# fetch_stage

fetch_stage, clock routing:
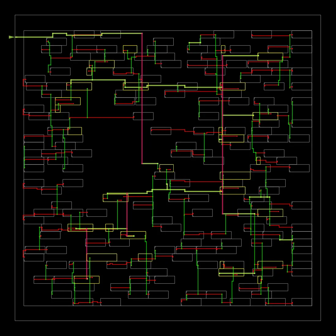

## src/rtl/fetch_stage.sv

```systemverilog
// Instruction-fetch stage with IF/ID pipeline register. Owns the PC, fetches over a
// request/ready memory port, and handles decode freeze, EXE redirect and slow-memory bubbles.
module fetch_stage #(
  parameter logic [31:0] RESET_PC  = 32'h0000_0000,
  parameter int          PC_STEP   = 4,
  parameter logic [31:0] NOP_INSTR = 32'hF000_0000
) (
  input  logic        clk,
  input  logic        rst,
  input  logic        freeze,
  input  logic        branch_taken,
  input  logic [31:0] branch_addr,
  output logic        imem_req,
  output logic [31:0] imem_addr,
  input  logic        imem_ready,
  input  logic [31:0] imem_rdata,
  output logic [31:0] PC_out,
  output logic [31:0] instruction,
  output logic        valid
);

  localparam logic [31:0] STEP = 32'(PC_STEP);

  typedef enum logic {
    S_REQ  = 1'b0,
    S_HOLD = 1'b1
  } state_t;

  state_t      state;
  logic [31:0] pc;
  logic [31:0] hold_pc;
  logic [31:0] hold_instr;

  // The request is gated by rst directly so nothing is fetched while reset is held.
  assign imem_req  = (state == S_REQ) && !rst;
  assign imem_addr = pc;

  // NOTE: all state here uses non-blocking assignments so every register samples
  // the pre-edge values of its neighbours, exactly like the hardware flops.
  always_ff @(posedge clk) begin
    if (rst) begin
      pc          <= RESET_PC;
      state       <= S_REQ;
      PC_out      <= '0;
      instruction <= NOP_INSTR;
      valid       <= 1'b0;
      hold_pc     <= '0;
      hold_instr  <= '0;
    end else if (branch_taken) begin
      // Redirect wins over freeze; any word arriving this cycle or parked is dropped.
      pc          <= branch_addr;
      state       <= S_REQ;
      instruction <= NOP_INSTR;
      valid       <= 1'b0;
    end else begin
      case (state)
        S_REQ: begin
          if (imem_ready && !freeze) begin
            PC_out      <= pc + STEP;
            instruction <= imem_rdata;
            valid       <= 1'b1;
            pc          <= pc + STEP;
          end else if (imem_ready) begin
            // Decode is frozen: park the word so the memory access is not lost.
            hold_instr <= imem_rdata;
            hold_pc    <= pc;
            state      <= S_HOLD;
          end else if (!freeze) begin
            instruction <= NOP_INSTR;
            valid       <= 1'b0;
          end
        end
        S_HOLD: begin
          if (!freeze) begin
            PC_out      <= hold_pc + STEP;
            instruction <= hold_instr;
            valid       <= 1'b1;
            pc          <= hold_pc + STEP;
            state       <= S_REQ;
          end
        end
        default: state <= S_REQ;
      endcase
    end
  end

endmodule
```

## config.mk

```make
export PLATFORM = sky130hd
export DESIGN_NAME = fetch_stage
export DESIGN_NICKNAME = d
export VERILOG_FILES = /design/src/rtl/fetch_stage.sv
export SDC_FILE = /design/constraint.sdc
export NUM_CORES = 1
export LEC_CHECK = 0
export ABC_AREA = 1
export CORE_MARGIN = 3
export CORE_UTILIZATION = 65
export CTS_CLUSTER_SIZE = 24
export DETAILED_ROUTE_END_ITERATION = 8
export DONT_BUFFER_PORTS = 1
export HOLD_SLACK_MARGIN = 0.08
export PLACE_DENSITY = 0.81
export SYNTH_ARGS = -nofsm -noshare
export SYNTH_HDL_FRONTEND = slang
export SYNTH_SLANG_ARGS = --single-unit
```

## constraint.sdc

```tcl
create_clock -name clk -period 3 [get_ports clk]
set_input_delay 0.3 -clock clk [delete_from_list [all_inputs] [get_ports clk]]
set_output_delay 0.3 -clock clk [all_outputs]
set_load 0.01 [all_outputs]
```

# frame_assembler

**src/rtl/border_pkg.sv**
```systemverilog
// Shared constants and types for the frame assembler and border-detection stages.
// Latency: none, declarations only.
// Backpressure: not applicable.
package border_pkg;

  localparam int WIDTH  = 9;
  localparam int HEIGHT = 9;
  localparam int SIZE   = WIDTH * HEIGHT;
  localparam int IDX_W  = $clog2(SIZE);

  // Edge threshold used by the downstream border-detection stage.
  localparam logic [7:0] THRESH = 8'd64;

  typedef logic [7:0]       pixel_t;
  typedef logic [IDX_W-1:0] idx_t;

  localparam idx_t LAST_IDX = idx_t'(SIZE - 1);

  typedef enum logic [1:0] {
    HUNT = 2'd0,
    FILL = 2'd1,
    WAIT = 2'd2
  } asm_state_t;

endpackage

```
**src/rtl/frame_bank.sv**
```systemverilog
// One SIZE-byte frame store: single write port, whole array visible as output.
// Latency: a write at edge N is visible on mem from cycle N+1.
// Backpressure: none; the owner gates writes through we.
module frame_bank
  import border_pkg::*;
(
  input  logic   clk,
  input  logic   rst_n,
  input  logic   we,
  input  idx_t   waddr,
  input  pixel_t wdata,
  output pixel_t mem [0:SIZE-1]
);

  // Storage: cleared on reset, one byte written per enabled cycle.
  always_ff @(posedge clk or negedge rst_n) begin
    if (!rst_n) begin
      for (int i = 0; i < SIZE; i++) begin
        mem[i] <= '0;
      end
    end else if (we && (waddr <= LAST_IDX)) begin
      mem[waddr] <= wdata;
    end
  end

endmodule

```
**src/rtl/frame_assembler.sv**
```systemverilog
// Collects a raster pixel stream into ping-pong frame banks and presents a full frame.
// Latency: last pixel accepted at edge N gives frame_valid and frame_out from cycle N+1.
// Backpressure: pix_ready drops only while a completed frame waits for the held one to be acked.
module frame_assembler
  import border_pkg::*;
(
  input  logic   clk,
  input  logic   rst_n,
  input  logic   pix_valid,
  input  pixel_t pix_data,
  input  logic   pix_sof,
  output logic   pix_ready,
  output pixel_t frame_out [0:SIZE-1],
  output logic   frame_valid,
  input  logic   frame_ack,
  output logic   sync_err
);

  asm_state_t state, state_nxt;
  idx_t       wr_idx, wr_idx_nxt;
  logic       wr_bank, wr_bank_nxt;
  logic       frame_valid_nxt;
  logic       sync_err_nxt;
  logic       wr_en;
  idx_t       wr_addr;
  logic       acc;
  logic       rd_free;
  logic       at_last;

  pixel_t bank0_q [0:SIZE-1];
  pixel_t bank1_q [0:SIZE-1];

  assign pix_ready = (state != WAIT);
  assign acc       = pix_valid && pix_ready;
  // The held frame can be replaced if nobody holds it or it is being taken this cycle.
  assign rd_free   = !frame_valid || frame_ack;
  assign at_last   = (wr_idx == LAST_IDX);

  // State register.
  always_ff @(posedge clk or negedge rst_n) begin
    if (!rst_n) begin
      state <= HUNT;
    end else begin
      state <= state_nxt;
    end
  end

  // Next-state, write control and handoff decisions.
  always_comb begin
    state_nxt       = state;
    wr_idx_nxt      = wr_idx;
    wr_bank_nxt     = wr_bank;
    frame_valid_nxt = frame_valid;
    sync_err_nxt    = 1'b0;
    wr_en           = 1'b0;
    wr_addr         = wr_idx;

    // An ack retires the held frame; a swap below overrides this with the new frame.
    if (frame_ack) begin
      frame_valid_nxt = 1'b0;
    end

    case (state)
      HUNT: begin
        if (acc) begin
          if (pix_sof) begin
            wr_en      = 1'b1;
            wr_addr    = '0;
            wr_idx_nxt = idx_t'(1);
            state_nxt  = FILL;
          end else begin
            sync_err_nxt = 1'b1;
          end
        end
      end

      FILL: begin
        if (acc) begin
          wr_en = 1'b1;
          if (pix_sof) begin
            // Early restart, including an sof landing on the last index.
            wr_addr      = '0;
            wr_idx_nxt   = idx_t'(1);
            sync_err_nxt = 1'b1;
          end else if (at_last) begin
            wr_idx_nxt = '0;
            if (rd_free) begin
              wr_bank_nxt     = ~wr_bank;
              frame_valid_nxt = 1'b1;
              state_nxt       = HUNT;
            end else begin
              state_nxt = WAIT;
            end
          end else begin
            wr_idx_nxt = wr_idx + idx_t'(1);
          end
        end
      end

      WAIT: begin
        // A completed frame sits in wr_bank; hand it over as soon as the held one is taken.
        if (frame_ack) begin
          wr_bank_nxt     = ~wr_bank;
          frame_valid_nxt = 1'b1;
          state_nxt       = HUNT;
        end
      end

      default: begin
        state_nxt = HUNT;
      end
    endcase
  end

  // Datapath registers: fill index, bank select, output flags.
  always_ff @(posedge clk or negedge rst_n) begin
    if (!rst_n) begin
      wr_idx      <= '0;
      wr_bank     <= 1'b0;
      frame_valid <= 1'b0;
      sync_err    <= 1'b0;
    end else begin
      wr_idx      <= wr_idx_nxt;
      wr_bank     <= wr_bank_nxt;
      frame_valid <= frame_valid_nxt;
      sync_err    <= sync_err_nxt;
    end
  end

  frame_bank u_bank0 (
    .clk   (clk),
    .rst_n (rst_n),
    .we    (wr_en && !wr_bank),
    .waddr (wr_addr),
    .wdata (pix_data),
    .mem   (bank0_q)
  );

  frame_bank u_bank1 (
    .clk   (clk),
    .rst_n (rst_n),
    .we    (wr_en && wr_bank),
    .waddr (wr_addr),
    .wdata (pix_data),
    .mem   (bank1_q)
  );

  // Output mux: the bank not being written is the one presented.
  always_comb begin
    for (int i = 0; i < SIZE; i++) begin
      frame_out[i] = wr_bank ? bank0_q[i] : bank1_q[i];
    end
  end

endmodule

```
**config.mk**
```make
export PLATFORM = sky130hd
export DESIGN_NAME = frame_assembler
export DESIGN_NICKNAME = d
export VERILOG_FILES = /design/src/rtl/border_pkg.sv /design/src/rtl/frame_bank.sv /design/src/rtl/frame_assembler.sv
export SDC_FILE = /design/constraint.sdc
export NUM_CORES = 2
export LEC_CHECK = 0
export ABC_AREA = 1
export CAP_MARGIN = 20
export CORE_MARGIN = 5
export CORE_UTILIZATION = 40
export CTS_CLUSTER_DIAMETER = 40
export DETAILED_ROUTE_END_ITERATION = 7
export PLACE_DENSITY_LB_ADDON = 0.05
export SLEW_MARGIN = 20
export SYNTH_ARGS = -nofsm -noshare
export SYNTH_HDL_FRONTEND = slang
export SYNTH_SLANG_ARGS = --single-unit
export TNS_END_PERCENT = 10
```
**constraint.sdc**
```tcl
create_clock -name clk -period 3.64 [get_ports clk]
set_input_delay 0.91 -clock clk [delete_from_list [all_inputs] [get_ports clk]]
set_output_delay 0.91 -clock clk [all_outputs]
set_load 0.01 [all_outputs]
```
frame_assembler, signal wires by layer:
Only two layers are drawn.
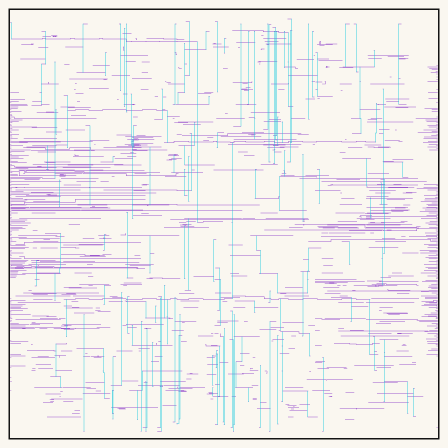
legend:
  purple:
    layer: M3
    wire_length: 17500 um
  cyan:
    layer: M4
    wire_length: 7440 um
Vias: 60700
routed len/inst: 21.6 um
drt total wl: 243 mm

==> results_dict.tcl, frame_assembler <==
# flow metrics
set metrics [dict create \
    ys_area_um2 62900 \
    crit_type "flop to output port" \
    drt-pass1-iter-count 6 \
    yosys_most_used_dff "dfrtp_1" \
    post-place-ws_ns -0.194 \
    numPortBuffers 663 \
    power_frac_comb_pct 25.6 \
    drt_iter0_drc 5548 \
    setup_viol 4 \
    ys_cells 8198 \
    p_sw_uw 17800 \
    violations "setup timing" \
    grtUsageMet2_pct 43.8 \
    fin_crit_ns 3.71 \
    clock_path_buffers 3 \
    setup_ws_ns -0.0682 \
    cts_resized 626 \
    simple_gate_share_pct 42.5 \
    status "finished, violations left" \
]
frame_assembler: area by class of cell:
cell class	count	area [um2]	share of cell area (%)
Clock inverter	131	2060	2.47
Tap cell	2058	2570	3.08
Clock buffer	291	6320	7.56
Timing Repair inverter	1	8.76	0.0105
Multi-Input combinational cell	6160	27200	32.6
Inverter	33	140	0.168
Timing Repair Buffer	1224	12500	14.9
Sequential cell	1308	32700	39.2
Antenna cell	4	10.0	0.0120
frame_assembler: flip-flops by register name (all words and copies together) (netlist names):
name and count:
wr_bank 1, sync_err 1, frame_valid 1, state 2, wr_idx 7, u_bank1.mem 648, u_bank0.mem 648
fetch_stage, clock wires, drivers and flops:
The bar under the picture is 20 um long.
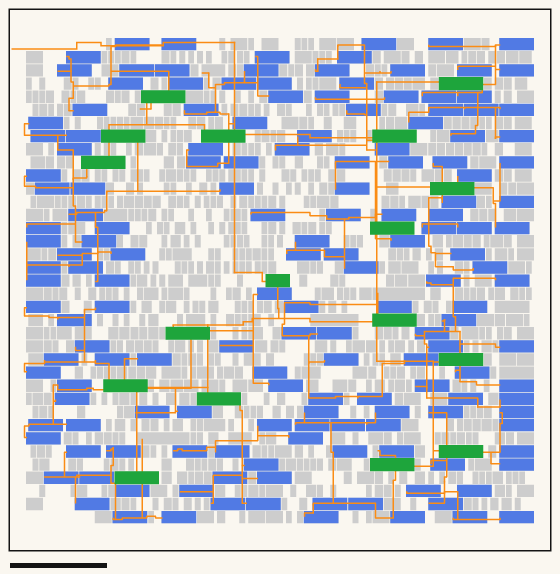
legend:
  green:
    item: clock-net drivers
    count: 17
  orange:
    item: clock wires
    length: 1830 um
  blue:
    item: flip-flops
    count: 162
routed clock nets: 18
flops lie: widely spread
clk pwr: 2070 uW
Clock power frac: 42.8%
worst-skew pair later-pin latency: 0.53 ns

## Picture notes: 'clock routing' of fetch_stage
FFs & Latches: 162
skew final: 0.00730 ns

==> results_dict.tcl, fetch_stage <==
# flow metrics
set metrics [dict create \
    status "complete, no violations" \
    fp_nets 1110 \
    core_area_um2 10600 \
    drt-total-wl_mm 20.1 \
    antenna_found_initial 0 \
    stdcell_count 1227 \
    crit_start "state" \
    rrSetupSlack_ns 0.26 \
    endpoint "imem_addr[15]" \
    antenna_left 0 \
    lay_top_cells "nand2_1, dfxtp_1, nor2_1, a21oi_1, inv_1" \
    drt-pass1-iter-count 5 \
    worstSetupStartpointType "flop" \
    ir_drop_uv 500 \
    finalPower_uw 4830 \
    hold_slack_ns 0.107 \
    ys_area_um2 7270 \
    dp_hpwl_mm 12.2 \
    fin_crit_sh_pct 91.2 \
    area_leaders "dfxtp_1, nand2_1, a21oi_1, nor2_1, o21ai_0" \
    setup_ws_ns 0.264 \
    dieHeight_um 112 \
    fin_util_pct 80.4 \
    critical_path.cell_chain "clkinv_4 -> nand2_1 -> nand2_2 -> nand2_1 -> clkinv_1 -> buf_4 -> a22o_1 -> dlygate4sd3_1 -> inv_1 -> a21oi_1" \
    grt.overflow.total 0 \
    critPathMaxStageDelay_ns 0.56 \
    wl_per_cell_um 16.4 \
    holdPathStages 3 \
    clock_path_buffers 2 \
    rsz0062_at_grt "false" \
]
fetch_stage: layout make-up:
type                       count  area [um2]  share of cell area [%]
inverter                      86         328                    3.84
sequential                   162        3240                    38.0
multi-input combinational    733        3420                    40.1
tap                          136         170                    2.00
clock inverter                 5        77.6                   0.910
clock buffer                  25         474                    5.56
timing repair buffer          80         816                    9.57
fetch_stage: flip-flops by register name (all words and copies together) (netlist names):
signal	count
imem_addr	32
valid	1
hold_instr	32
hold_pc	32
instruction	32
PC_out	32
state	1


==> screenshots <==
PDN straps and rails.
Pins as bars on the die edge.
(a)
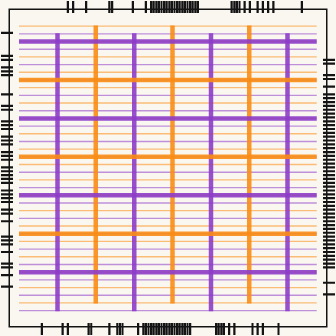
(b)
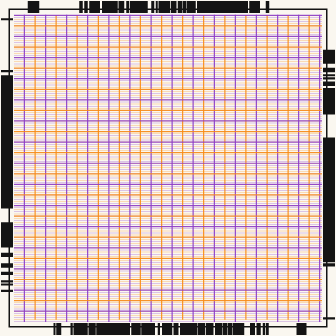
(b): frame_assembler
(a): fetch_stage
Of these, most pins: (b)

Key to (a):
legend:
  orange:
    net: VDD
  purple:
    net: VSS
met5 straps: 7
met1 rails: 38

No activity file was given, so power comes from the tool's default toggle rates.
